# ---- usb_line_dir_ctrl_flat ----
usb_line_dir_ctrl_flat, routed metal, one colour a layer:
Bar = 10 um. Only two layers are drawn.
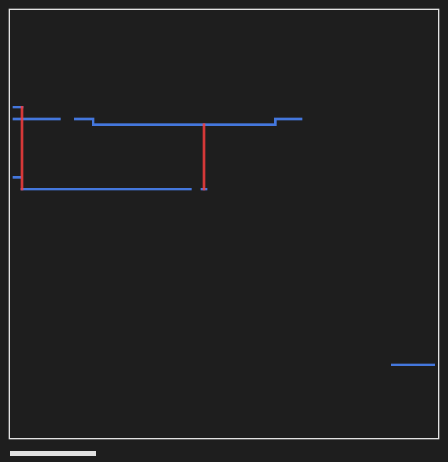
usb_line_dir_ctrl_flat, placed cells, one colour a class:
Bar = 10 um.
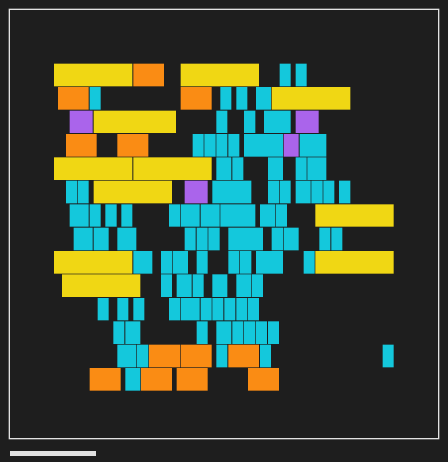
**src/rtl/usb_line_dir_ctrl_pkg.sv**
```systemverilog
//------------------------------------------------------------------------------
// usb_line_dir_ctrl_pkg : line-state constants and direction-FSM state encoding
// Rev 1.0
//------------------------------------------------------------------------------
`default_nettype none

package usb_line_dir_ctrl_pkg;

  localparam logic [1:0] LS_SE0 = 2'b00;
  localparam logic [1:0] LS_J   = 2'b01;
  localparam logic [1:0] LS_K   = 2'b10;

  typedef enum logic [2:0] {
    ST_IDLE      = 3'd0,
    ST_RX        = 3'd1,
    ST_RX_GAP    = 3'd2,
    ST_TX        = 3'd3,
    ST_TX_GAP    = 3'd4,
    ST_WAIT_RESP = 3'd5
  } dir_state_e;

  // States in which the receive path may accept a packet
  function automatic logic rx_side(input dir_state_e s);
    return (s == ST_IDLE) || (s == ST_RX) || (s == ST_RX_GAP) || (s == ST_WAIT_RESP);
  endfunction

endpackage

`default_nettype wire

```
**src/rtl/usb_line_dir_ctrl_if.sv**
```systemverilog
//------------------------------------------------------------------------------
// usb_line_dir_ctrl_if : PHY RX / TX serializer / link signals of the direction controller
// Rev 1.0
//------------------------------------------------------------------------------
`default_nettype none

interface usb_line_dir_ctrl_if;
  logic [1:0] line_state;
  logic       rx_in_packet;
  logic       rx_packet_done;
  logic       rx_error;
  logic       tx_req;
  logic       tx_done;
  logic       expect_resp;
  logic       rx_enable;
  logic       tx_grant;
  logic       line_oe;
  logic       busy;
  logic       resp_timeout;

  modport slave (
    input  line_state, rx_in_packet, rx_packet_done, rx_error,
           tx_req, tx_done, expect_resp,
    output rx_enable, tx_grant, line_oe, busy, resp_timeout
  );

  modport master (
    output line_state, rx_in_packet, rx_packet_done, rx_error,
           tx_req, tx_done, expect_resp,
    input  rx_enable, tx_grant, line_oe, busy, resp_timeout
  );
endinterface

`default_nettype wire

```
**src/rtl/usb_line_dir_ctrl_timer.sv**
```systemverilog
//------------------------------------------------------------------------------
// usb_line_dir_ctrl_timer : loadable down-counter, saturating at zero
// Rev 1.0
//------------------------------------------------------------------------------
`default_nettype none

module usb_line_dir_ctrl_timer #(
  parameter int WIDTH = 5
) (
  input  wire logic             clk,
  input  wire logic             reset,
  input  wire logic             load,
  input  wire logic [WIDTH-1:0] load_val,
  input  wire logic             en,
  output logic                  zero
);

  logic [WIDTH-1:0] r_count;

  always_ff @(posedge clk or posedge reset) begin
    if (reset)
      r_count <= '0;
    else if (load)
      r_count <= load_val;
    else if (en && (r_count != '0))
      r_count <= r_count - 1'b1;
  end

  assign zero = (r_count == '0);

endmodule

`default_nettype wire

```
**src/rtl/usb_line_dir_ctrl.sv**
```systemverilog
//------------------------------------------------------------------------------
// usb_line_dir_ctrl : half-duplex USB line ownership and inter-packet gap control
// Optional: USB_RESP_TIMEOUT_EN adds the response-timeout wait state.  Rev 1.0
//------------------------------------------------------------------------------
`default_nettype none

module usb_line_dir_ctrl
  import usb_line_dir_ctrl_pkg::*;
#(
  parameter int GAP_CYCLES     = 2,
  parameter int TIMEOUT_CYCLES = 18
) (
  input wire logic           clk,
  input wire logic           reset,
  usb_line_dir_ctrl_if.slave bus
);

  localparam int MAX_CYCLES = (GAP_CYCLES > TIMEOUT_CYCLES) ? GAP_CYCLES : TIMEOUT_CYCLES;
  localparam int CW         = $clog2(MAX_CYCLES + 1);
  localparam logic [CW-1:0] GAP_LOAD = CW'(GAP_CYCLES - 1);

  dir_state_e      r_state, w_next;
  logic            w_timer_load, w_timer_en, w_timer_zero;
  logic [CW-1:0]   w_timer_val;
  logic            w_resp_to;
  logic            r_rx_enable, r_tx_grant, r_line_oe, r_busy, r_resp_timeout;

`ifdef USB_RESP_TIMEOUT_EN
  localparam logic [CW-1:0] TIMEOUT_LOAD = CW'(TIMEOUT_CYCLES - 1);
  logic r_expect_resp;

  always_ff @(posedge clk or posedge reset) begin
    if (reset)
      r_expect_resp <= 1'b0;
    else if ((r_state == ST_TX) && bus.tx_done)
      r_expect_resp <= bus.expect_resp;
  end
`else
  logic unused_expect_resp;
  assign unused_expect_resp = bus.expect_resp;
`endif

  usb_line_dir_ctrl_timer #(.WIDTH(CW)) u_timer (
    .clk      (clk),
    .reset    (reset),
    .load     (w_timer_load),
    .load_val (w_timer_val),
    .en       (w_timer_en),
    .zero     (w_timer_zero)
  );

  always_ff @(posedge clk or posedge reset) begin
    if (reset)
      r_state <= ST_IDLE;
    else
      r_state <= w_next;
  end

  always_comb begin
    w_next       = r_state;
    w_timer_load = 1'b0;
    w_timer_val  = '0;
    w_timer_en   = 1'b0;
    case (r_state)
      ST_IDLE: begin
        // A starting receive always beats a pending transmit request
        if (bus.rx_in_packet)
          w_next = ST_RX;
        else if (bus.tx_req && (bus.line_state == LS_J))
          w_next = ST_TX;
      end
      ST_RX: begin
        if (bus.rx_packet_done || bus.rx_error) begin
          w_next       = ST_RX_GAP;
          w_timer_load = 1'b1;
          w_timer_val  = GAP_LOAD;
        end
      end
      ST_RX_GAP: begin
        if (bus.rx_in_packet)
          w_next = ST_RX;
        else if (w_timer_zero)
          w_next = ST_IDLE;
        else
          w_timer_en = 1'b1;
      end
      ST_TX: begin
        if (bus.tx_done) begin
          w_next       = ST_TX_GAP;
          w_timer_load = 1'b1;
          w_timer_val  = GAP_LOAD;
        end
      end
      ST_TX_GAP: begin
        if (w_timer_zero) begin
`ifdef USB_RESP_TIMEOUT_EN
          if (r_expect_resp) begin
            w_next       = ST_WAIT_RESP;
            w_timer_load = 1'b1;
            w_timer_val  = TIMEOUT_LOAD;
          end else begin
            w_next = ST_IDLE;
          end
`else
          w_next = ST_IDLE;
`endif
        end else begin
          w_timer_en = 1'b1;
        end
      end
`ifdef USB_RESP_TIMEOUT_EN
      ST_WAIT_RESP: begin
        if (bus.rx_in_packet) begin
          w_next       = ST_RX;
          w_timer_load = 1'b1;
        end else if (w_timer_zero) begin
          w_next = ST_IDLE;
        end else begin
          w_timer_en = 1'b1;
        end
      end
`endif
      default: w_next = ST_IDLE;
    endcase
  end

`ifdef USB_RESP_TIMEOUT_EN
  assign w_resp_to = (r_state == ST_WAIT_RESP) && (w_next == ST_IDLE);
`else
  assign w_resp_to = 1'b0;
`endif

  // Outputs are decoded from the next state so they settle one edge after the decision
  always_ff @(posedge clk or posedge reset) begin
    if (reset) begin
      r_rx_enable    <= 1'b1;
      r_tx_grant     <= 1'b0;
      r_line_oe      <= 1'b0;
      r_busy         <= 1'b0;
      r_resp_timeout <= 1'b0;
    end else begin
      r_rx_enable    <= rx_side(w_next);
      r_tx_grant     <= (w_next == ST_TX);
      r_line_oe      <= (w_next == ST_TX);
      r_busy         <= (w_next != ST_IDLE);
      r_resp_timeout <= w_resp_to;
    end
  end

  assign bus.rx_enable    = r_rx_enable;
  assign bus.tx_grant     = r_tx_grant;
  assign bus.line_oe      = r_line_oe;
  assign bus.busy         = r_busy;
  assign bus.resp_timeout = r_resp_timeout;

endmodule

`default_nettype wire

```
**src/flat_wrapper.sv**
```systemverilog
// flat-port wrapper written by rule: the top's interface ports become plain ports
module usb_line_dir_ctrl_flat import usb_line_dir_ctrl_pkg::*;
#(
  parameter int GAP_CYCLES     = 2,
  parameter int TIMEOUT_CYCLES = 18
)
  (clk, reset, bus_line_state, bus_rx_in_packet, bus_rx_packet_done, bus_rx_error, bus_tx_req, bus_tx_done, bus_expect_resp, bus_rx_enable, bus_tx_grant, bus_line_oe, bus_busy, bus_resp_timeout);
  usb_line_dir_ctrl_if bus_i ();
  input wire logic clk;
  input wire logic reset;
  input wire logic [$bits(bus_i.line_state)-1:0] bus_line_state;
  input wire logic [$bits(bus_i.rx_in_packet)-1:0] bus_rx_in_packet;
  input wire logic [$bits(bus_i.rx_packet_done)-1:0] bus_rx_packet_done;
  input wire logic [$bits(bus_i.rx_error)-1:0] bus_rx_error;
  input wire logic [$bits(bus_i.tx_req)-1:0] bus_tx_req;
  input wire logic [$bits(bus_i.tx_done)-1:0] bus_tx_done;
  input wire logic [$bits(bus_i.expect_resp)-1:0] bus_expect_resp;
  output wire logic [$bits(bus_i.rx_enable)-1:0] bus_rx_enable;
  output wire logic [$bits(bus_i.tx_grant)-1:0] bus_tx_grant;
  output wire logic [$bits(bus_i.line_oe)-1:0] bus_line_oe;
  output wire logic [$bits(bus_i.busy)-1:0] bus_busy;
  output wire logic [$bits(bus_i.resp_timeout)-1:0] bus_resp_timeout;
  assign bus_i.line_state = bus_line_state;
  assign bus_i.rx_in_packet = bus_rx_in_packet;
  assign bus_i.rx_packet_done = bus_rx_packet_done;
  assign bus_i.rx_error = bus_rx_error;
  assign bus_i.tx_req = bus_tx_req;
  assign bus_i.tx_done = bus_tx_done;
  assign bus_i.expect_resp = bus_expect_resp;
  assign bus_rx_enable = bus_i.rx_enable;
  assign bus_tx_grant = bus_i.tx_grant;
  assign bus_line_oe = bus_i.line_oe;
  assign bus_busy = bus_i.busy;
  assign bus_resp_timeout = bus_i.resp_timeout;
  usb_line_dir_ctrl #(.GAP_CYCLES(GAP_CYCLES), .TIMEOUT_CYCLES(TIMEOUT_CYCLES)) u_core (.clk(clk), .reset(reset), .bus(bus_i));
endmodule
```
**config.mk**
```make
export PLATFORM = sky130hd
export DESIGN_NAME = usb_line_dir_ctrl_flat
export DESIGN_NICKNAME = d
export VERILOG_FILES = /design/src/rtl/usb_line_dir_ctrl_pkg.sv /design/src/rtl/usb_line_dir_ctrl_if.sv /design/src/rtl/usb_line_dir_ctrl_timer.sv /design/src/rtl/usb_line_dir_ctrl.sv /design/src/flat_wrapper.sv
export SDC_FILE = /design/constraint.sdc
export NUM_CORES = 1
export LEC_CHECK = 0
export ABC_AREA = 1
export CAP_MARGIN = 20
export CORE_MARGIN = 5
export CORE_UTILIZATION = 45
export DETAILED_ROUTE_END_ITERATION = 12
export MAX_ROUTING_LAYER = met4
export PLACE_DENSITY = 0.71
export SLEW_MARGIN = 40
export SYNTH_ARGS = -nofsm -noshare
export SYNTH_HDL_FRONTEND = slang
export SYNTH_SLANG_ARGS = --single-unit
```
**constraint.sdc**
```tcl
create_clock -name clk -period 3.38 [get_ports clk]
set_clock_uncertainty 0.2 [all_clocks]
set_input_delay 0.338 -clock clk [delete_from_list [all_inputs] [get_ports clk]]
set_output_delay 0.338 -clock clk [all_outputs]
set_load 0.01 [all_outputs]
```
==> reports/summary.log <==
qor: setup_path.critical_path.max_stage_delay 0.52 ns
qor: place.place_inst 127
qor: floorplan.top_level_ports 15
qor: global_route.grt_use_total 12.3%
qor: cells_and_area.antenna_cells_inserted 0
qor: power_and_ir_drop.vdd.ir_drop.worst 0.461 mV
qor: setup_path.critPathLaunchType flop
qor: global_route.grt_pass1_vias 573
qor: routing.postRouteWirelength 1270 um
qor: status.status finished, final reports clean
qor: place.postPlaceCellArea 835 um2
qor: global_route.grt_use_met3 5.42%
qor: setup_path.crit_start u_core.bus.rx_enable
qor: place.gp_routability_congestion 0.811
qor: setup_path.timing.reg2reg.worst_path_depth 8
qor: cells_and_area.clock_buffers 3
qor: cells_and_area.post-route-util 57.2%
qor: floorplan.tapCellCount 16
qor: cts.clock-root-buffer clkbuf_4
qor: floorplan.fp_util 47.1%
qor: power_and_ir_drop.p_per_area 843 nW/um2
qor: routing.postRouteAntennaNets 0
qor: routing.detail_route.vias_per_cell 4.70
qor: yosys.ys.flops 11
qor: cts.cts_tree built
qor: setup_path.critical_path.cell_chain clkdlybuf4s50_1
qor: cells_and_area.seq_share 32.1%
qor: yosys.synth-edff-count 0
qor: yosys.cells_in_synth_stat_txt 101
qor: floorplan.fp-row-count 14
qor: yosys.ys_types 19
qor: setup_path.worst-setup-path-type reg2out
qor: routing.drt_iter0_drc 6
qor: power_and_ir_drop.power_leakage 0.000463 uW
About 'routed metal, one colour a layer' of usb_line_dir_ctrl_flat:
Key: metal 4 = red [wire length 17.0 um]; metal 3 = blue [wire length 59.1 um]

About 'placed cells, one colour a class' of usb_line_dir_ctrl_flat:
Key: remaining buffers and delay cells = orange [cells 12, share of their area 14%]; sequential cells = yellow [cells 11, share of their area 33%]; clock drivers and dummy loads = purple [cells 4, share of their area 3.3%]; combinational and other logic = cyan [cells 88, share of their area 50%]
area of the core: 1510 um2
Finished Cell Area: 862 um2

[power by group through the flow]
| stage | combinational [uW] | clock, uW | sequential (uW) |
|---|---|---|---|
| 3_5_place_dp | 399 | 0 | 243 |
| 6_report | 396 | 89.7 | 240 |
| 5_1_grt | 458 | 103 | 251 |
| 4_1_cts | 402 | 94.1 | 240 |
| 3_3_place_gp | 393 | 0 | 241 |
| 2_1_floorplan | 295 | 0 | 243 |
[sequential cells by signal, summed over array words and instances, names as in the netlist]
signal / count
u_core.u_timer.r_count: 5
u_core.r_state: 3
u_core.bus.busy: 1
u_core.bus.rx_enable: 1
u_core.bus.tx_grant: 1

# ---- flash_read_seq ----
File: src/rtl/flash_read_seq.sv
// SPI NOR read sequencer: sends the read header through the SPI byte engine, then streams data bytes out on a valid/ready port.
// Define FLASH_SEQ_FAST_READ_EN to use FAST READ (0x0B) with one dummy byte; otherwise plain READ (0x03).
module flash_read_seq #(
  parameter int LEN_W = 16
) (
  input  logic             clk_i,
  input  logic             rstn_i,
  input  logic             req_valid_i,
  output logic             req_ready_o,
  input  logic [23:0]      req_addr_i,
  input  logic [LEN_W-1:0] req_len_i,
  output logic [7:0]       data_o,
  output logic             data_valid_o,
  input  logic             data_ready_i,
  output logic             done_o,
  output logic             spi_en_o,
  output logic [7:0]       spi_wr_data_o,
  output logic             spi_wr_valid_o,
  input  logic             spi_wr_ready_i,
  input  logic [7:0]       spi_rd_data_i,
  input  logic             spi_rd_valid_i,
  output logic             spi_rd_ready_o
);

`ifdef FLASH_SEQ_FAST_READ_EN
  localparam logic [7:0] OPCODE  = 8'h0B;
  localparam logic [2:0] HDR_LEN = 3'd5;
`else
  localparam logic [7:0] OPCODE  = 8'h03;
  localparam logic [2:0] HDR_LEN = 3'd4;
`endif
  localparam logic [LEN_W-1:0] LEN_ONE = LEN_W'(1);

  typedef enum logic [2:0] {S_IDLE, S_HDR, S_READ, S_CLOSE, S_DONE} state_t;

  state_t           state_q, state_d;
  logic [23:0]      addr_q, addr_d;
  logic [LEN_W-1:0] rem_q, rem_d;
  logic [2:0]       hdr_idx_q, hdr_idx_d;
  logic [2:0]       hdr_rx_q, hdr_rx_d;
  logic [7:0]       data_q, data_d;
  logic             data_valid_q, data_valid_d;
  logic             spi_en_q, spi_en_d;
  logic             done_q, done_d;

  logic             hdr_done;
  logic             data_take;
  logic [7:0]       hdr_byte;

  assign hdr_done  = (hdr_rx_q == HDR_LEN);
  assign data_take = (state_q == S_READ) && spi_rd_valid_i && hdr_done;

  always_comb begin
    hdr_byte = 8'h00;
    case (hdr_idx_q)
      3'd0:    hdr_byte = OPCODE;
      3'd1:    hdr_byte = addr_q[23:16];
      3'd2:    hdr_byte = addr_q[15:8];
      3'd3:    hdr_byte = addr_q[7:0];
`ifdef FLASH_SEQ_FAST_READ_EN
      3'd4:    hdr_byte = 8'h00;
`endif
      default: hdr_byte = 8'h00;
    endcase
  end

  always_comb begin
    state_d      = state_q;
    addr_d       = addr_q;
    rem_d        = rem_q;
    hdr_idx_d    = hdr_idx_q;
    hdr_rx_d     = hdr_rx_q;
    data_d       = data_q;
    data_valid_d = data_valid_q;
    spi_en_d     = spi_en_q;
    done_d       = 1'b0;

    // Bytes clocked back while the header is still going out are counted and dropped.
    if (spi_rd_valid_i && (hdr_rx_q < HDR_LEN)) hdr_rx_d = hdr_rx_q + 3'd1;
    if (data_valid_q && data_ready_i) data_valid_d = 1'b0;

    case (state_q)
      S_IDLE: begin
        if (req_valid_i) begin
          addr_d    = req_addr_i;
          rem_d     = req_len_i;
          hdr_idx_d = 3'd0;
          hdr_rx_d  = 3'd0;
          if (req_len_i == '0) begin
            state_d = S_DONE;
          end else begin
            spi_en_d = 1'b1;
            state_d  = S_HDR;
          end
        end
      end
      S_HDR: begin
        if (spi_wr_ready_i) begin
          hdr_idx_d = hdr_idx_q + 3'd1;
          if (hdr_idx_q == HDR_LEN - 3'd1) state_d = S_READ;
        end
      end
      S_READ: begin
        if (data_take) begin
          data_d       = spi_rd_data_i;
          data_valid_d = 1'b1;
          rem_d        = rem_q - LEN_ONE;
          // Dropping enable on the last byte's pulse lets the engine raise CSn at its next wait step.
          if (rem_q == LEN_ONE) begin
            spi_en_d = 1'b0;
            state_d  = S_CLOSE;
          end
        end
      end
      S_CLOSE: begin
        if (!data_valid_q && spi_wr_ready_i) state_d = S_DONE;
      end
      S_DONE: begin
        done_d  = 1'b1;
        state_d = S_IDLE;
      end
      default: state_d = S_IDLE;
    endcase
  end

  always_ff @(posedge clk_i or negedge rstn_i) begin
    if (!rstn_i) begin
      state_q      <= S_IDLE;
      addr_q       <= '0;
      rem_q        <= '0;
      hdr_idx_q    <= '0;
      hdr_rx_q     <= '0;
      data_q       <= '0;
      data_valid_q <= 1'b0;
      spi_en_q     <= 1'b0;
      done_q       <= 1'b0;
    end else begin
      state_q      <= state_d;
      addr_q       <= addr_d;
      rem_q        <= rem_d;
      hdr_idx_q    <= hdr_idx_d;
      hdr_rx_q     <= hdr_rx_d;
      data_q       <= data_d;
      data_valid_q <= data_valid_d;
      spi_en_q     <= spi_en_d;
      done_q       <= done_d;
    end
  end

  assign req_ready_o    = (state_q == S_IDLE);
  assign data_o         = data_q;
  assign data_valid_o   = data_valid_q;
  assign done_o         = done_q;
  assign spi_en_o       = spi_en_q;
  assign spi_wr_valid_o = (state_q == S_HDR);
  assign spi_wr_data_o  = (state_q == S_HDR) ? hdr_byte : 8'h00;
  assign spi_rd_ready_o = (state_q == S_READ) && hdr_done && (rem_q != '0) && !data_valid_q;

endmodule

File: config.mk
export PLATFORM = sky130hd
export DESIGN_NAME = flash_read_seq
export DESIGN_NICKNAME = d
export VERILOG_FILES = /design/src/rtl/flash_read_seq.sv
export SDC_FILE = /design/constraint.sdc
export NUM_CORES = 1
export LEC_CHECK = 0
export ABC_AREA = 1
export ABC_CLOCK_PERIOD_IN_PS = 2000
export CAP_MARGIN = 20
export CORE_MARGIN = 2
export CORE_UTILIZATION = 38
export CTS_CLUSTER_SIZE = 16
export DETAILED_ROUTE_END_ITERATION = 8
export GPL_ROUTABILITY_DRIVEN = 0
export GPL_TIMING_DRIVEN = 0
export PLACE_DENSITY = 0.73
export SYNTH_ARGS = -nofsm -noshare
export SYNTH_HDL_FRONTEND = slang
export SYNTH_SLANG_ARGS = --single-unit
File: constraint.sdc
create_clock -name clk_i -period 2 [get_ports clk_i]
set_clock_uncertainty 0.1 [all_clocks]
set_input_delay 0.4 -clock clk_i [delete_from_list [all_inputs] [get_ports clk_i]]
set_output_delay 0.4 -clock clk_i [all_outputs]
set_load 0.02 [all_outputs]
flash_read_seq, routed metal, one colour a layer:
Bar = 20 um. Only two layers are drawn.
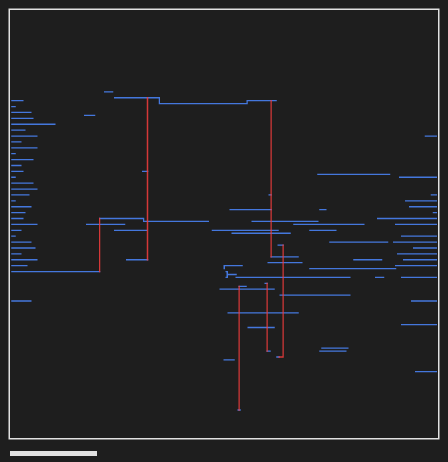
Key: metal 4 = red [wire length 157 um]; metal 3 = blue [wire length 597 um]
final WL: 9300 um
global-route usage over all layers: 19.4%
final routed wire length divided by cell count: 13.3 um
via count: 3429

flash_read_seq, selected gate families:
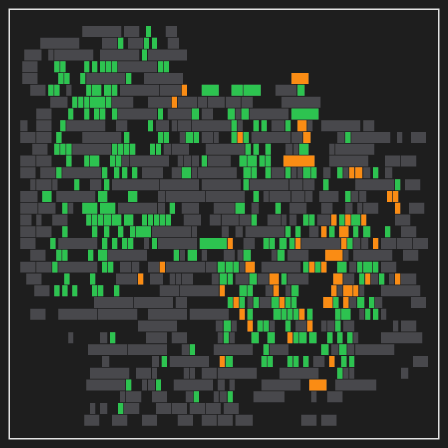
Key: nor cells = orange [cells 48]; nand cells = green [cells 241]

==> reports/summary.log <==
qor: setup_path.crit_end spi_wr_data_o[1]
qor: yosys.syn-num-nets 546
qor: cells_and_area.buf_share 20.1%
qor: status.status finished, violations left
qor: cts.worst_setup_hold_path_clk_slew 0.07 ns
qor: worst_hold_path.worstHoldStart addr_q[20]
qor: cells_and_area.top_area_cell_class logic gates
qor: timing.worst_slack -0.245 ns
qor: place.place_hpwl 6600 um
qor: yosys.yosys_area 3410 um2
qor: timing.setup_viol 8
qor: floorplan.top_level_ports 76
qor: routing.drc 0
qor: cts.cts_tree built
qor: routing.drt_pre_antenna_iters 5
qor: setup_path.cp.arrival 1.74 ns
qor: global_route.top_usage_layer met2
qor: status.violations_in_the_final_reports setup timing
qor: yosys.synth_area_per_cell 7.07 um2
qor: cells_and_area.num-nonclk-inverters 61
qor: yosys.synthFlopType dfrtp_1
-- kinds of logic (layout without fill, tap and decap cells) --
kind of cell	Yosys count	after routing	synth area share (%)
simple gates	289	289	35.0
buf+inv	75	183	9.09
flops	60	60	44.0
compound gates	48	48	8.17
fa+ha+maj	9	9	3.30
xor+xnor	2	2	0.513
-- state kept, by name, indices dropped and copies added (netlist names) --
signal and count:
addr_q 24, rem_q 16, data_o 8, hdr_idx_q 3, hdr_rx_q 3, state_q 3, data_valid_o 1, done_o 1
spi_en_o 1

# ---- key_schedule_serial_flat ----
$ cat config.mk
export PLATFORM = sky130hd
export DESIGN_NAME = key_schedule_serial_flat
export DESIGN_NICKNAME = d
export VERILOG_FILES = /design/src/rtl/key_schedule_serial_if.sv /design/src/rtl/key_schedule_serial.sv /design/src/flat_wrapper.sv
export SDC_FILE = /design/constraint.sdc
export NUM_CORES = 1
export LEC_CHECK = 0
export ABC_AREA = 0
export CAP_MARGIN = 25
export CORE_MARGIN = 1
export CORE_UTILIZATION = 40
export DETAILED_ROUTE_END_ITERATION = 8
export SYNTH_ARGS = -nofsm -noshare
export SYNTH_HDL_FRONTEND = slang
export SYNTH_SLANG_ARGS = --single-unit
$ cat constraint.sdc
create_clock -name clk -period 3.35 [get_ports clk]
set_input_delay 0.335 -clock clk [delete_from_list [all_inputs] [get_ports clk]]
set_output_delay 0.335 -clock clk [all_outputs]
set_load 0.01 [all_outputs]
$ cat src/rtl/key_schedule_serial_if.sv
// Byte-stream bundle between a key-schedule engine and its host (key input, S-box port, round-key output).
// slave is the engine side; master is the host that feeds keys, serves the S-box and drains round keys.
interface key_schedule_serial_if #(
  parameter int RKEY_W = 8
);
  logic              key_load;
  logic [1:0]        key_len;
  logic [RKEY_W-1:0] key_in;
  logic              key_in_valid;
  logic [RKEY_W-1:0] sbox_in;
  logic [RKEY_W-1:0] sbox_out;
  logic [RKEY_W-1:0] rk_out;
  logic              rk_valid;
  logic              rk_ready;
  logic              rk_last;
  logic [3:0]        round_idx;
  logic              busy;
  logic              err;

  modport master (
    output key_load, key_len, key_in, key_in_valid, sbox_out, rk_ready,
    input  sbox_in, rk_out, rk_valid, rk_last, round_idx, busy, err
  );

  modport slave (
    input  key_load, key_len, key_in, key_in_valid, sbox_out, rk_ready,
    output sbox_in, rk_out, rk_valid, rk_last, round_idx, busy, err
  );
endinterface

$ cat src/rtl/key_schedule_serial.sv
// Byte-serial AES key expansion using one shared external S-box; emits the key then all round-key bytes.
// Define KS_WIDE_KEY_EN to add AES-192/256 (32-byte store); otherwise only AES-128 is accepted.
module key_schedule_serial #(
  parameter int SBOX_LAT = 0,
  parameter int RKEY_W   = 8
) (
  input logic                  clk,
  input logic                  rst_n,
  key_schedule_serial_if.slave bus
);

`ifdef KS_WIDE_KEY_EN
  localparam int SB = 32;
`else
  localparam int SB = 16;
`endif
  localparam bit LAT1 = (SBOX_LAT == 1);

  typedef enum logic [1:0] {IDLE, LOAD, EXPAND, DONE} state_t;

  state_t                    state, state_nx;
  // st[0] is the most recent byte; st[m] is the byte emitted m+1 transfers ago
  logic [SB-1:0][RKEY_W-1:0] st;
  logic [7:0]                cnt;
  logic [2:0]                wmod;
  logic [RKEY_W-1:0]         rcon;
  logic                      iss;
  logic                      err_q;
`ifdef KS_WIDE_KEY_EN
  logic [1:0]                len_q;
`endif

  logic              len_ok, start, nk8, rot, sub, vld, xfer, last_b, load_end;
  logic [3:0]        nr;
  logic [2:0]        wmax;
  logic [RKEY_W-1:0] old_b, src_b, t_b, dat;

  always_comb begin
    len_ok = (bus.key_len == 2'b00);
    nr     = 4'd10;
    wmax   = 3'd3;
    nk8    = 1'b0;
    old_b  = st[15];
`ifdef KS_WIDE_KEY_EN
    len_ok = (bus.key_len != 2'b11);
    case (len_q)
      2'b01: begin nr = 4'd12; wmax = 3'd5; old_b = st[23]; end
      2'b10: begin nr = 4'd14; wmax = 3'd7; old_b = st[31]; nk8 = 1'b1; end
      default: ;
    endcase
`endif
  end

  assign start    = bus.key_load && len_ok;
  assign last_b   = (cnt == {nr, 4'hF});
  assign load_end = (cnt == {3'b000, wmax, 2'b11});

  always_comb begin
    state_nx = state;
    rot      = (wmod == 3'd0);
    sub      = (state == EXPAND) && (rot || (nk8 && wmod == 3'd4));
    // RotWord: byte j of the rotated word is w[i-1][(j+1) mod 4]
    src_b    = st[3];
    if (rot) src_b = (cnt[1:0] == 2'd3) ? st[6] : st[2];
    t_b      = src_b;
    if (sub) t_b = bus.sbox_out ^ ((rot && cnt[1:0] == 2'd0) ? rcon : '0);
    vld      = 1'b0;
    dat      = '0;
    case (state)
      LOAD: begin
        vld = bus.key_in_valid;
        dat = bus.key_in;
        if (vld && bus.rk_ready && load_end) state_nx = EXPAND;
      end
      EXPAND: begin
        vld = !(LAT1 && sub && !iss);
        dat = old_b ^ t_b;
        if (vld && bus.rk_ready && last_b) state_nx = DONE;
      end
      DONE:    state_nx = IDLE;
      default: state_nx = IDLE;
    endcase
    if (start) state_nx = LOAD;
    xfer = vld && bus.rk_ready;
  end

  assign bus.sbox_in   = sub ? src_b : '0;
  assign bus.rk_valid  = vld;
  assign bus.rk_out    = vld ? dat : '0;
  assign bus.rk_last   = vld && last_b;
  assign bus.round_idx = cnt[7:4];
  assign bus.busy      = (state == LOAD) || (state == EXPAND);
  assign bus.err       = err_q;

  always_ff @(posedge clk or negedge rst_n) begin
    if (!rst_n) begin
      state <= IDLE;
      st    <= '0;
      cnt   <= '0;
      wmod  <= '0;
      rcon  <= 8'h01;
      iss   <= 1'b0;
      err_q <= 1'b0;
`ifdef KS_WIDE_KEY_EN
      len_q <= 2'b00;
`endif
    end else begin
      state <= state_nx;
      err_q <= bus.key_load && !len_ok;
      // a new request overrides any transfer happening in the same cycle
      if (start) begin
        st   <= '0;
        cnt  <= '0;
        wmod <= '0;
        rcon <= 8'h01;
        iss  <= 1'b0;
`ifdef KS_WIDE_KEY_EN
        len_q <= bus.key_len;
`endif
      end else begin
        if (LAT1 && sub && !iss) iss <= 1'b1;
        if (xfer) begin
          iss <= 1'b0;
          st  <= {st[SB-2:0], dat};
          cnt <= last_b ? 8'd0 : cnt + 8'd1;
          if (cnt[1:0] == 2'd3) begin
            wmod <= (wmod == wmax) ? 3'd0 : wmod + 3'd1;
            if (state == EXPAND && rot)
              rcon <= {rcon[6:0], 1'b0} ^ (rcon[7] ? 8'h1B : 8'h00);
          end
        end
      end
    end
  end

endmodule
$ cat src/flat_wrapper.sv
// flat-port wrapper written by rule: the top's interface ports become plain ports
module key_schedule_serial_flat 
#(
  parameter int SBOX_LAT = 0,
  parameter int RKEY_W   = 8
)
  (clk, rst_n, bus_key_load, bus_key_len, bus_key_in, bus_key_in_valid, bus_sbox_out, bus_rk_ready, bus_sbox_in, bus_rk_out, bus_rk_valid, bus_rk_last, bus_round_idx, bus_busy, bus_err);
  key_schedule_serial_if #(.RKEY_W(RKEY_W)) bus_i ();
  input logic clk;
  input logic rst_n;
  input wire logic [$bits(bus_i.key_load)-1:0] bus_key_load;
  input wire logic [$bits(bus_i.key_len)-1:0] bus_key_len;
  input wire logic [$bits(bus_i.key_in)-1:0] bus_key_in;
  input wire logic [$bits(bus_i.key_in_valid)-1:0] bus_key_in_valid;
  input wire logic [$bits(bus_i.sbox_out)-1:0] bus_sbox_out;
  input wire logic [$bits(bus_i.rk_ready)-1:0] bus_rk_ready;
  output wire logic [$bits(bus_i.sbox_in)-1:0] bus_sbox_in;
  output wire logic [$bits(bus_i.rk_out)-1:0] bus_rk_out;
  output wire logic [$bits(bus_i.rk_valid)-1:0] bus_rk_valid;
  output wire logic [$bits(bus_i.rk_last)-1:0] bus_rk_last;
  output wire logic [$bits(bus_i.round_idx)-1:0] bus_round_idx;
  output wire logic [$bits(bus_i.busy)-1:0] bus_busy;
  output wire logic [$bits(bus_i.err)-1:0] bus_err;
  assign bus_i.key_load = bus_key_load;
  assign bus_i.key_len = bus_key_len;
  assign bus_i.key_in = bus_key_in;
  assign bus_i.key_in_valid = bus_key_in_valid;
  assign bus_i.sbox_out = bus_sbox_out;
  assign bus_i.rk_ready = bus_rk_ready;
  assign bus_sbox_in = bus_i.sbox_in;
  assign bus_rk_out = bus_i.rk_out;
  assign bus_rk_valid = bus_i.rk_valid;
  assign bus_rk_last = bus_i.rk_last;
  assign bus_round_idx = bus_i.round_idx;
  assign bus_busy = bus_i.busy;
  assign bus_err = bus_i.err;
  key_schedule_serial #(.SBOX_LAT(SBOX_LAT), .RKEY_W(RKEY_W)) u_core (.clk(clk), .rst_n(rst_n), .bus(bus_i));
endmodule
==> reports/summary.log <==
qor: power_and_ir_drop.power_frac_seq 38.7%
qor: status.status finished, violations left
qor: cts.cts_tree built
qor: setup_path.critPathLaunchType flop
qor: cells_and_area.multi_input_comb_cells 531
qor: cts.cts_made_buffers 17
qor: cells_and_area.layout.non_clock_buffers 57
qor: global_route.total_gr_overflow 0
qor: status.violations_in_the_final_reports hold timing
qor: timing.final_hold_viol_count 32
qor: power_and_ir_drop.power_leakage 0.00331 uW
qor: routing.drt_pre_antenna_iters 5
qor: cells_and_area.final_cell_count_no_fill 999
qor: setup_path.critical-path-top-delay-family buffers and inverters
qor: routing.route.top_layer_used met4
qor: yosys.ys_types 41
qor: worst_hold_path.min-delay-path-class in2async
qor: routing.detail_route.vias_per_cell 5.30
qor: cts.clock-sinks 150
qor: cells_and_area.comb-cell-share 33.9%
qor: power_and_ir_drop.netSwitchingPower 1810 uW
qor: floorplan.fp-row-count 47
qor: yosys.xor_area_share 1.81%
qor: global_route.antenna_found_initial 0
qor: timing.fin_worst_hold_slack -0.0327 ns
qor: place.gp_routability_congestion 0.840
qor: yosys.synth_area_per_cell 9.06 um2
==> through the flow <==
stage	hold slack, ns	utilization [%]	setup slack (ns)	area, um2
global placement	0.453	44.4	0.652	7360
finish	-0.0327	48.2	0.185	7990
floorplan	0.0394	-	1.38	6780
global route	0.0342	48.2	0.0236	7990
detailed placement	0.456	44.4	0.640	7360
CTS	0.00369	48.2	0.167	7990
==> sequential cells by signal, indices dropped and copies added (netlist names) <==
name	count
u_core.bus.err	1
u_core.state	2
u_core.old_b	8
u_core.rcon	8
u_core.wmod	3
u_core.st	120
u_core.cnt	8
key_schedule_serial_flat, congestion heat map:
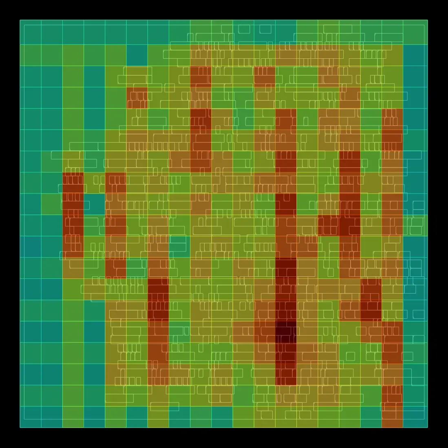
final cell utilization of the core: 48.2%
GR Layer Usage met1: 24.1%

key_schedule_serial_flat, placed cells, one colour a class:
Bar = 50 um.
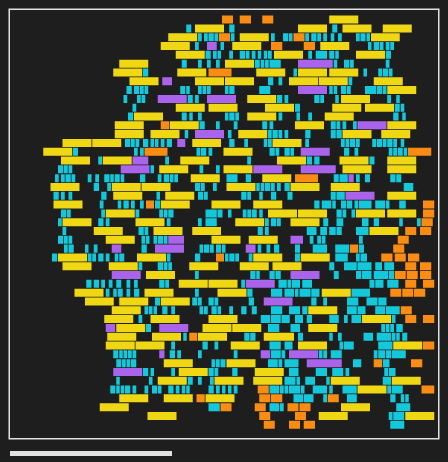
Key: clock drivers and dummy loads = purple [cells 32, share of their area 8.1%]; combinational and other logic = cyan [cells 540, share of their area 36%]; remaining buffers and delay cells = orange [cells 57, share of their area 7.7%]; sequential cells = yellow [cells 150, share of their area 49%]
fraction of standard cell area that is sequential: 47.0%
Finished Cell Area: 7990 um2


# ---- dmem_arbiter ----
dmem_arbiter, placed cells, one colour a class:
Bar = 50 um.
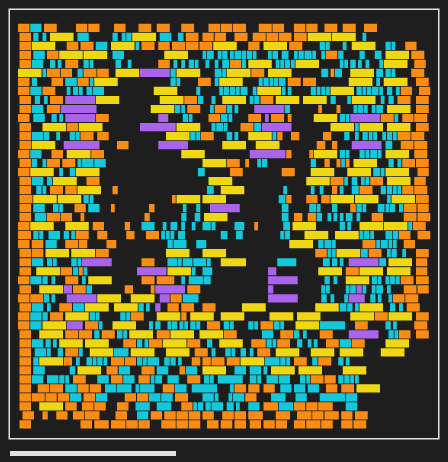
dmem_arbiter, routed metal, one colour a layer:
Bar = 50 um. Only two layers are drawn.
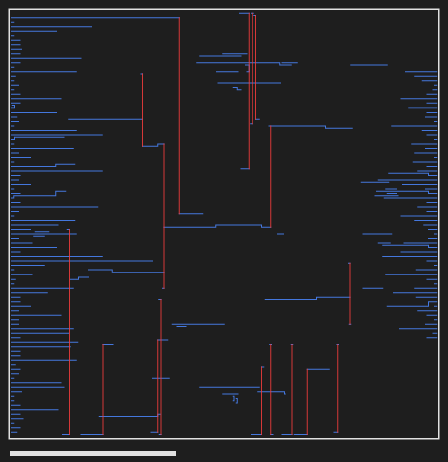
===== config.mk =====
export PLATFORM = sky130hd
export DESIGN_NAME = dmem_arbiter
export DESIGN_NICKNAME = d
export VERILOG_FILES = /design/src/rtl/dmem_arb_pkg.sv /design/src/rtl/rr_arbiter2.sv /design/src/rtl/dmem_arbiter.sv
export SDC_FILE = /design/constraint.sdc
export NUM_CORES = 1
export LEC_CHECK = 0
export ABC_AREA = 0
export ABC_CLOCK_PERIOD_IN_PS = 1600
export CAP_MARGIN = 20
export CORE_MARGIN = 2
export CORE_UTILIZATION = 36
export DETAILED_ROUTE_END_ITERATION = 7
export GPL_ROUTABILITY_DRIVEN = 0
export GPL_TIMING_DRIVEN = 0
export PLACE_DENSITY = 0.82
export SLEW_MARGIN = 5
export SYNTH_ARGS = -nofsm -noshare
export SYNTH_HDL_FRONTEND = slang
export SYNTH_SLANG_ARGS = --single-unit

===== constraint.sdc =====
create_clock -name clk -period 1.6 [get_ports clk]
set_input_delay 0.4 -clock clk [delete_from_list [all_inputs] [get_ports clk]]
set_output_delay 0.4 -clock clk [all_outputs]
set_load 0.05 [all_outputs]

===== src/rtl/dmem_arb_pkg.sv =====
// Shared types and constants for the data-memory arbiter: FSM state encoding,
// requester identifiers and the default memory depth.
package dmem_arb_pkg;

    localparam int unsigned DEFAULT_WORDS = 8;
    localparam int unsigned DATA_W        = 32;

    typedef enum logic [1:0] {
        ST_IDLE   = 2'd0,
        ST_ACCESS = 2'd1,
        ST_RESP   = 2'd2
    } arb_state_t;

    typedef enum logic {
        PORT0 = 1'b0,
        PORT1 = 1'b1
    } port_id_t;

    function automatic port_id_t other_port(input port_id_t p);
        return (p == PORT0) ? PORT1 : PORT0;
    endfunction

endpackage


===== src/rtl/rr_arbiter2.sv =====
// Combinational two-way round-robin pick: a lone requester always wins, and on
// contention the port that was not granted last takes the grant.
module rr_arbiter2
    import dmem_arb_pkg::*;
(
    input  logic     req0_i,
    input  logic     req1_i,
    input  port_id_t last_grant_i,
    output port_id_t grant_o,
    output logic     valid_o
);

    always_comb begin
        valid_o = req0_i | req1_i;
        grant_o = PORT0;
        if (req0_i && req1_i) begin
            grant_o = other_port(last_grant_i);
        end else if (req1_i) begin
            grant_o = PORT1;
        end
    end

endmodule


===== src/rtl/dmem_arbiter.sv =====
// Shares one data memory between the CPU port (0) and the DMA/debug port (1):
// one word access per 3 cycles, one-cycle strobes, one-cycle ack to the winner.
module dmem_arbiter
    import dmem_arb_pkg::*;
#(
    parameter int unsigned WORDS = DEFAULT_WORDS,
    parameter int unsigned AW    = 32
) (
    input  logic              clk,
    input  logic              rst,
    input  logic              req0,
    input  logic              we0,
    input  logic [AW-1:0]     addr0,
    input  logic [DATA_W-1:0] wdata0,
    input  logic              req1,
    input  logic              we1,
    input  logic [AW-1:0]     addr1,
    input  logic [DATA_W-1:0] wdata1,
    output logic              ack0,
    output logic              err0,
    output logic [DATA_W-1:0] rdata0,
    output logic              ack1,
    output logic              err1,
    output logic [DATA_W-1:0] rdata1,
    output logic [AW-1:0]     mem_addr,
    output logic [DATA_W-1:0] mem_wdata,
    output logic              mem_read,
    output logic              mem_write,
    input  logic [DATA_W-1:0] mem_rdata
);

    arb_state_t        state_q;
    port_id_t          last_grant_q;
    port_id_t          lat_port_q;
    logic              lat_we_q;
    logic              lat_oor_q;

    logic              ack0_q, ack1_q;
    logic              err0_q, err1_q;
    logic [DATA_W-1:0] rdata0_q, rdata1_q;
    logic [AW-1:0]     mem_addr_q;
    logic [DATA_W-1:0] mem_wdata_q;
    logic              mem_read_q, mem_write_q;

    port_id_t          grant;
    logic              grant_valid;

    logic              win_we;
    logic [AW-1:0]     win_addr;
    logic [DATA_W-1:0] win_wdata;
    logic              win_in_range;

    logic              capture_d;
    logic [DATA_W-1:0] resp_rdata_d;

    rr_arbiter2 u_rr (
        .req0_i       (req0),
        .req1_i       (req1),
        .last_grant_i (last_grant_q),
        .grant_o      (grant),
        .valid_o      (grant_valid)
    );

    always_comb begin
        win_we    = we0;
        win_addr  = addr0;
        win_wdata = wdata0;
        if (grant == PORT1) begin
            win_we    = we1;
            win_addr  = addr1;
            win_wdata = wdata1;
        end
        win_in_range = (win_addr < AW'(WORDS));
    end

    // Reads and out-of-range accesses both overwrite the winner's rdata;
    // an in-range write leaves the previous read value in place.
    always_comb begin
        capture_d    = lat_oor_q | ~lat_we_q;
        resp_rdata_d = lat_oor_q ? '0 : mem_rdata;
    end

    always_ff @(posedge clk) begin
        if (rst) begin
            state_q      <= ST_IDLE;
            last_grant_q <= PORT1;
            lat_port_q   <= PORT0;
            lat_we_q     <= 1'b0;
            lat_oor_q    <= 1'b0;
            ack0_q       <= 1'b0;
            ack1_q       <= 1'b0;
            err0_q       <= 1'b0;
            err1_q       <= 1'b0;
            rdata0_q     <= '0;
            rdata1_q     <= '0;
            mem_addr_q   <= '0;
            mem_wdata_q  <= '0;
            mem_read_q   <= 1'b0;
            mem_write_q  <= 1'b0;
        end else begin
            ack0_q <= 1'b0;
            ack1_q <= 1'b0;
            err0_q <= 1'b0;
            err1_q <= 1'b0;

            case (state_q)
                ST_IDLE: begin
                    if (grant_valid) begin
                        lat_port_q  <= grant;
                        lat_we_q    <= win_we;
                        lat_oor_q   <= ~win_in_range;
                        // Bus and strobes are registered here so they are
                        // valid for exactly the ACCESS cycle.
                        mem_addr_q  <= win_addr;
                        mem_wdata_q <= win_wdata;
                        mem_write_q <= win_in_range & win_we;
                        mem_read_q  <= win_in_range & ~win_we;
                        state_q     <= ST_ACCESS;
                    end
                end

                ST_ACCESS: begin
                    mem_addr_q  <= '0;
                    mem_wdata_q <= '0;
                    mem_read_q  <= 1'b0;
                    mem_write_q <= 1'b0;
                    if (lat_port_q == PORT0) begin
                        ack0_q <= 1'b1;
                        err0_q <= lat_oor_q;
                        if (capture_d) begin
                            rdata0_q <= resp_rdata_d;
                        end
                    end else begin
                        ack1_q <= 1'b1;
                        err1_q <= lat_oor_q;
                        if (capture_d) begin
                            rdata1_q <= resp_rdata_d;
                        end
                    end
                    state_q <= ST_RESP;
                end

                ST_RESP: begin
                    last_grant_q <= lat_port_q;
                    state_q      <= ST_IDLE;
                end

                default: begin
                    state_q <= ST_IDLE;
                end
            endcase
        end
    end

    assign ack0      = ack0_q;
    assign ack1      = ack1_q;
    assign err0      = err0_q;
    assign err1      = err1_q;
    assign rdata0    = rdata0_q;
    assign rdata1    = rdata1_q;
    assign mem_addr  = mem_addr_q;
    assign mem_wdata = mem_wdata_q;
    assign mem_read  = mem_read_q;
    assign mem_write = mem_write_q;

endmodule

==> reports/summary.log <==
qor: cells_and_area.buf_share 35.0%
qor: power_and_ir_drop.power.share.switching 28.8%
qor: cts.cts-resized-gates 425
qor: worst_hold_path.worstHoldStart rst
qor: yosys.yosys_area 5640 um2
qor: yosys.ys.flops 140
qor: power_and_ir_drop.netSwitchingPower 2940 uW
qor: yosys.async_flop_share 0%
qor: yosys.xor_area_share 0%
qor: cts.cts_tree built
qor: setup_path.timing.reg2reg.worst_path_depth 5
qor: global_route.maximum_number_of_pins_on_one_net_before_global_route_repair 17
qor: cells_and_area.top_area_cell_class non-clock buffers
qor: cells_and_area.final_cell_count_no_fill 1213
qor: cells_and_area.seq_share 28.4%
qor: setup_path.critical_path.endpoint_type flop
qor: timing.fin_worst_hold_slack 0.256 ns
qor: setup_path.worst-setup-path-type in2reg
qor: place.place_hpwl 14300 um
qor: timing.setup_repair_after_global_routing_missed_its_margin yes
qor: routing.drt_iter0_drc 194
qor: setup_path.crit_end mem_write
qor: cells_and_area.comb-cell-share 27.5%
qor: routing.drt_pre_antenna_iters 4
qor: status.status finished, final reports clean
qor: cts.clock-root-buffer clkbuf_16
qor: cells_and_area.clock_buffers 20
qor: power_and_ir_drop.cellInternalPower 7270 uW
qor: yosys.ys_sh_adder 0%
qor: run.maxCapViolCount 0
qor: cells_and_area.nets 1154
qor: yosys.synth_top_cell_by_count nand2_1
qor: setup_path.cp.arrival 1.94 ns
qor: power_and_ir_drop.comb_power 2250 uW
qor: cells_and_area.antenna_cells_inserted 2
qor: cells_and_area.post-route-util 64.8%
qor: global_route.wire_length_of_the_first_global_routing_pass 28900 um
qor: power_and_ir_drop.power_leakage 0.00368 uW
qor: yosys.synth-seq-area-share 49.7%
About 'placed cells, one colour a class' of dmem_arbiter:
Key: combinational and other logic = cyan [cells 485, share of their area 28%]; sequential cells = yellow [cells 140, share of their area 29%]; remaining buffers and delay cells = orange [cells 344, share of their area 36%]; clock drivers and dummy loads = purple [cells 31, share of their area 6.5%]

About 'routed metal, one colour a layer' of dmem_arbiter:
Key: metal 3 = blue [wire length 1600 um]; metal 4 = red [wire length 564 um]
final WL: 19000 um
final routed wire length divided by cell count: 15.7 um
via count: 5853
global-route usage over all layers: 22.4%

-- critical path, cell delays in order --
cell and delay, ns:
clkdlybuf4s50_1 0.47, nor4_4 0.33, nand2_2 0.12, nor4_4 0.34, a22oi_2 0.15, o21ai_2 0.13
-- per-layer routing --
metal | share of wire (%) | global-route usage, % | vias up
li1 | - | - | 2892
met1 | 39 | 24.8 | 2673
met2 | 49 | 39.6 | 250
met3 | 8.4 | 7.14 | 38
met4 | 3.0 | 9.78 | 0
met5 | 0 | 0 | -

# ---- stopwatch_display ----
stopwatch_display, routed metal, one colour a layer:
Bar = 20 um. Only two layers are drawn.
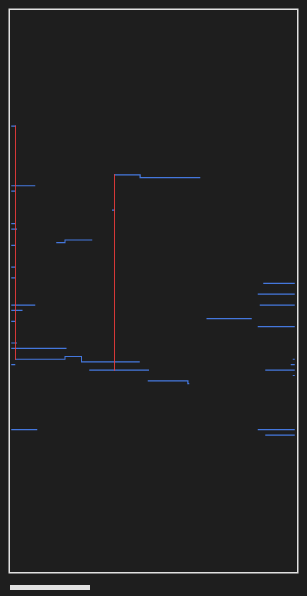
stopwatch_display, where the registers sit:
Bar = 20 um. Other sequential cells in the stronger grey, the rest of the logic in the fainter grey.
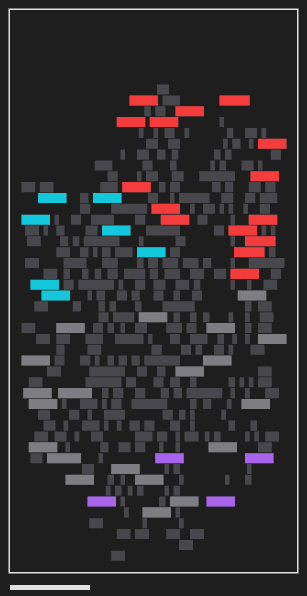
===== config.mk =====
export PLATFORM = sky130hd
export DESIGN_NAME = stopwatch_display
export DESIGN_NICKNAME = d
export VERILOG_FILES = /design/src/rtl/stopwatch_pkg.sv /design/src/rtl/bcd_to_seg.sv /design/src/rtl/stopwatch_display.sv
export SDC_FILE = /design/constraint.sdc
export NUM_CORES = 1
export LEC_CHECK = 0
export CAP_MARGIN = 20
export CELL_PAD_IN_SITES_DETAIL_PLACEMENT = 1
export CELL_PAD_IN_SITES_GLOBAL_PLACEMENT = 1
export CORE_AREA = 2 2 70 139
export CTS_CLUSTER_DIAMETER = 40
export DETAILED_ROUTE_END_ITERATION = 7
export DIE_AREA = 0 0 72 141
export PLACE_DENSITY = 0.59
export SKIP_LAST_GASP = 1
export SLEW_MARGIN = 20
export SYNTH_ARGS = -nofsm -noshare
export SYNTH_HDL_FRONTEND = slang
export SYNTH_SLANG_ARGS = --single-unit

===== constraint.sdc =====
create_clock -name clk -period 2.15 [get_ports clk]
set_input_delay 0.215 -clock clk [delete_from_list [all_inputs] [get_ports clk]]
set_output_delay 0.215 -clock clk [all_outputs]
set_load 0.005 [all_outputs]

===== src/rtl/stopwatch_pkg.sv =====
// Shared constants for the stopwatch display path: active-low segment patterns
// (seg[0]=a .. seg[6]=g) and the digit scan positions.
package stopwatch_pkg;

  localparam logic [6:0] SEG_0     = 7'h40;
  localparam logic [6:0] SEG_1     = 7'h79;
  localparam logic [6:0] SEG_2     = 7'h24;
  localparam logic [6:0] SEG_3     = 7'h30;
  localparam logic [6:0] SEG_4     = 7'h19;
  localparam logic [6:0] SEG_5     = 7'h12;
  localparam logic [6:0] SEG_6     = 7'h02;
  localparam logic [6:0] SEG_7     = 7'h78;
  localparam logic [6:0] SEG_8     = 7'h00;
  localparam logic [6:0] SEG_9     = 7'h10;
  localparam logic [6:0] SEG_DASH  = 7'h3F;
  localparam logic [6:0] SEG_BLANK = 7'h7F;

  localparam logic [1:0] IDX_TENTHS = 2'd0;
  localparam logic [1:0] IDX_ONES   = 2'd1;
  localparam logic [1:0] IDX_TENS   = 2'd2;
  localparam logic [1:0] IDX_MIN    = 2'd3;

endpackage


===== src/rtl/bcd_to_seg.sv =====
// BCD digit to active-low 7-segment pattern; non-decimal codes show a dash so a
// corrupted counter is visible rather than silently misread.
module bcd_to_seg
  import stopwatch_pkg::*;
(
  input  logic [3:0] i_bcd,
  output logic [6:0] o_seg
);

  always_comb begin
    case (i_bcd)
      4'd0:    o_seg = SEG_0;
      4'd1:    o_seg = SEG_1;
      4'd2:    o_seg = SEG_2;
      4'd3:    o_seg = SEG_3;
      4'd4:    o_seg = SEG_4;
      4'd5:    o_seg = SEG_5;
      4'd6:    o_seg = SEG_6;
      4'd7:    o_seg = SEG_7;
      4'd8:    o_seg = SEG_8;
      4'd9:    o_seg = SEG_9;
      default: o_seg = SEG_DASH;
    endcase
  end

endmodule


===== src/rtl/stopwatch_display.sv =====
// Multiplexed 4-digit common-anode driver for the stopwatch; snapshots all four
// digits once per frame so carries never tear the displayed value.
module stopwatch_display
  import stopwatch_pkg::*;
#(
  parameter int DIV_COUNT  = 25000,
  parameter bit BLANK_LEAD = 1'b1
) (
  input  logic       clk,
  input  logic       reset,
  input  logic [3:0] minutes,
  input  logic [3:0] tens_seconds,
  input  logic [3:0] ones_seconds,
  input  logic [3:0] tenths_seconds,
  input  logic       freeze,
  output logic [3:0] an,
  output logic [6:0] seg,
  output logic       dp,
  output logic       frame_tick
);

  localparam int              CNT_W    = (DIV_COUNT > 1) ? $clog2(DIV_COUNT) : 1;
  localparam logic [CNT_W-1:0] CNT_LAST = CNT_W'(DIV_COUNT - 1);

  logic [CNT_W-1:0] r_cnt;
  logic [1:0]       r_idx;
  logic [3:0]       r_snap_min;
  logic [3:0]       r_snap_tens;
  logic [3:0]       r_snap_ones;
  logic [3:0]       r_snap_tenths;

  logic             w_tc;
  logic [1:0]       w_next_idx;
  logic             w_frame_start;
  logic             w_load;
  logic             w_blank;
  logic [3:0]       w_digit;
  logic [6:0]       w_seg;

  assign w_tc          = (r_cnt == CNT_LAST);
  assign w_next_idx    = r_idx + 2'd1;
  assign w_frame_start = w_tc && (w_next_idx == IDX_TENTHS);
  assign w_load        = w_frame_start && !freeze;
  assign w_blank       = BLANK_LEAD && (w_next_idx == IDX_MIN) && (r_snap_min == 4'd0);

  // NOTE: default assignment first so every path drives w_digit and no latch is inferred.
  always_comb begin
    w_digit = r_snap_min;
    case (w_next_idx)
      // Tenths is lit in the same cycle the snapshot loads, so bypass the register.
      IDX_TENTHS: w_digit = w_load ? tenths_seconds : r_snap_tenths;
      IDX_ONES:   w_digit = r_snap_ones;
      IDX_TENS:   w_digit = r_snap_tens;
      default:    w_digit = r_snap_min;
    endcase
  end

  bcd_to_seg u_bcd_to_seg (
    .i_bcd (w_digit),
    .o_seg (w_seg)
  );

  // NOTE: non-blocking assignments so every register samples pre-edge values.
  always_ff @(posedge clk) begin
    if (reset) begin
      r_cnt         <= '0;
      r_idx         <= IDX_MIN;
      r_snap_min    <= 4'd0;
      r_snap_tens   <= 4'd0;
      r_snap_ones   <= 4'd0;
      r_snap_tenths <= 4'd0;
      an            <= 4'b1111;
      seg           <= SEG_BLANK;
      dp            <= 1'b1;
      frame_tick    <= 1'b0;
    end else begin
      frame_tick <= w_frame_start;
      if (w_tc) begin
        r_cnt <= '0;
        r_idx <= w_next_idx;
        if (w_blank) begin
          an  <= 4'b1111;
          seg <= SEG_BLANK;
          dp  <= 1'b1;
        end else begin
          an  <= ~(4'b0001 << w_next_idx);
          seg <= w_seg;
          dp  <= !((w_next_idx == IDX_ONES) || (w_next_idx == IDX_MIN));
        end
      end else begin
        r_cnt <= r_cnt + CNT_W'(1);
      end
      if (w_load) begin
        r_snap_min    <= minutes;
        r_snap_tens   <= tens_seconds;
        r_snap_ones   <= ones_seconds;
        r_snap_tenths <= tenths_seconds;
      end
    end
  end

endmodule


==> reports/summary.log <==
qor: status.status finished, final reports clean
qor: cts.clock-root-buffer clkbuf_16
qor: routing.drt_iter0_drc 58
qor: setup_path.critPathSlowestCell dfxtp_4
qor: yosys.yosysTopAreaCell dfxtp_1
qor: setup_path.timing.reg2reg.worst_path_depth 11
qor: cells_and_area.layout_top_registers r_cnt (15), seg (7)
qor: power_and_ir_drop.vdd.ir_drop.worst 0.274 mV
qor: routing.postRouteWirelength 6480 um
qor: setup_path.critical_path.reg2reg.endpoint seg[5]
qor: yosys.synth_area_per_cell 8.61 um2
qor: yosys.xor_area_share 5.14%
qor: cells_and_area.antenna_cells_inserted 0
qor: timing.worst_slew_pin_slew 0.421 ns
qor: global_route.grt_use_met2 22.0%
qor: floorplan.top_level_ports 32
qor: timing.final_hold_viol_count 0
qor: setup_path.critical_path.endpoint_type flop
qor: yosys.synth-edff-count 0
qor: setup_path.crit_start r_idx[1]
qor: yosys.yosys_area 2210 um2
qor: cells_and_area.n_sequential_cell 46
qor: cells_and_area.comb-cell-share 42.0%
qor: global_route.antenna_found_initial 0
qor: timing.final-max-slew-violation-count 0
qor: power_and_ir_drop.comb_power 74.8 uW
qor: routing.route.top_layer_used met4
qor: timing.fin_worst_hold_slack 0.460 ns
qor: timing.worst_slack 0.0543 ns
qor: global_route.total_gr_overflow 0
qor: cts.cts_made_buffers 5
qor: cells_and_area.n_fill_cell 1064
qor: floorplan.tapCellCount 104
qor: routing.wl_met2 3270 um
qor: setup_path.critical_path_depth 11
qor: yosys.ys_warn_count 0
qor: yosys.logic_family simple AND/OR/NAND/NOR gates
qor: global_route.grt_pass1_vias 2167
qor: routing.wire_per_inst 15.2 um
qor: yosys.synth-seq-area-share 41.6%
qor: global_route.grt_use_total 13.3%
qor: power_and_ir_drop.clock_net_power 743 uW
qor: worst_hold_path.min-delay-path-class reg2reg
qor: timing.post_route_fraction_of_the_period_consumed_by_the_critical_path 97.5%
Notes on 'routed metal, one colour a layer' of stopwatch_display above:
Key: metal 3 = blue [wire length 202 um]; metal 4 = red [wire length 107 um]

Notes on 'where the registers sit' of stopwatch_display above:
Key: r_snap_tens = purple [sequential cells 4]; r_cnt = red [sequential cells 15]; seg = cyan [sequential cells 7, where left middle]
Another 20 sequential cells are not coloured.

through the flow:
| step | cell area, um2 | setup TNS, ns | cells |
|---|---|---|---|
| after floorplan | 2220 | -0.00125 | 257 |
| after global placement | 2880 | -0.752 | 416 |
| after detailed placement | 2880 | -1.28 | 416 |
| after CTS | 3050 | -0.0107 | 424 |
| after global routing | 3190 | -0.143 | 427 |
| final | 3190 | 0 | 427 |
tightest hold or removal path: stages, from the launching register on:
cell and delay (ns):
dfxtp_1 0.31, nand2_1 0.05, a21oi_1 0.05


## Gallery

Congestion heat map.
picture 1
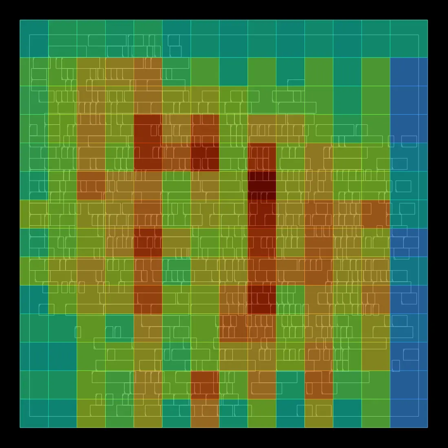
picture 2
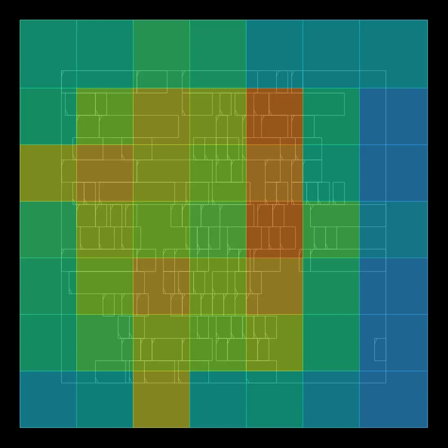
picture 3
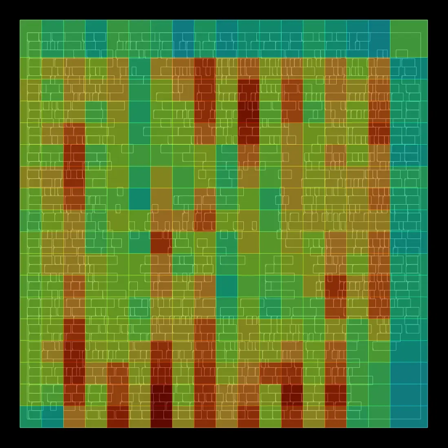
picture 1: flash_read_seq
picture 2: usb_line_dir_ctrl_flat
picture 3: dmem_arbiter


==> screenshots <==
Where the registers sit.
image #1
Bar = 20 um. Other sequential cells in the stronger grey, the rest of the logic in the fainter grey.
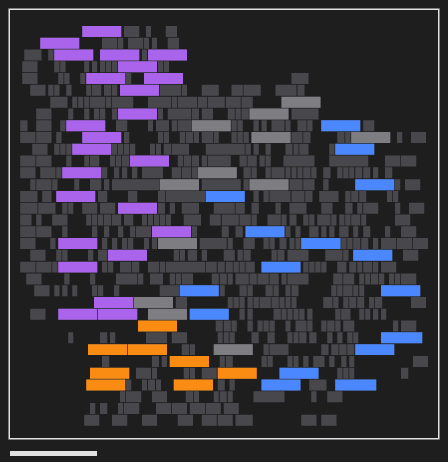
image #2
Bar = 10 um. Other sequential cells in the stronger grey, the rest of the logic in the fainter grey.
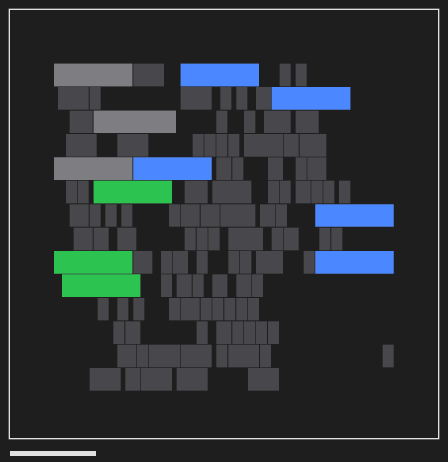
image #3
Bar = 50 um. Other sequential cells in the stronger grey, the rest of the logic in the fainter grey.
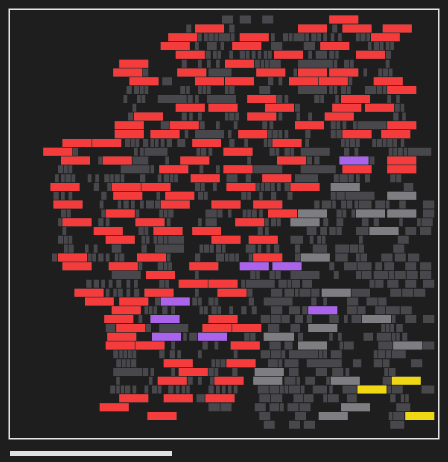
- image #3 = key_schedule_serial_flat
- image #2 = usb_line_dir_ctrl_flat
- image #1 = flash_read_seq
Of these, most cells: image #3
Of these, fewest cells: image #2

Key to image #1:
Key: rem_q = blue [sequential cells 16]; addr_q = purple [sequential cells 24]; data_o = orange [sequential cells 8]

No activity file was given, so power comes from the tool's default toggle rates.
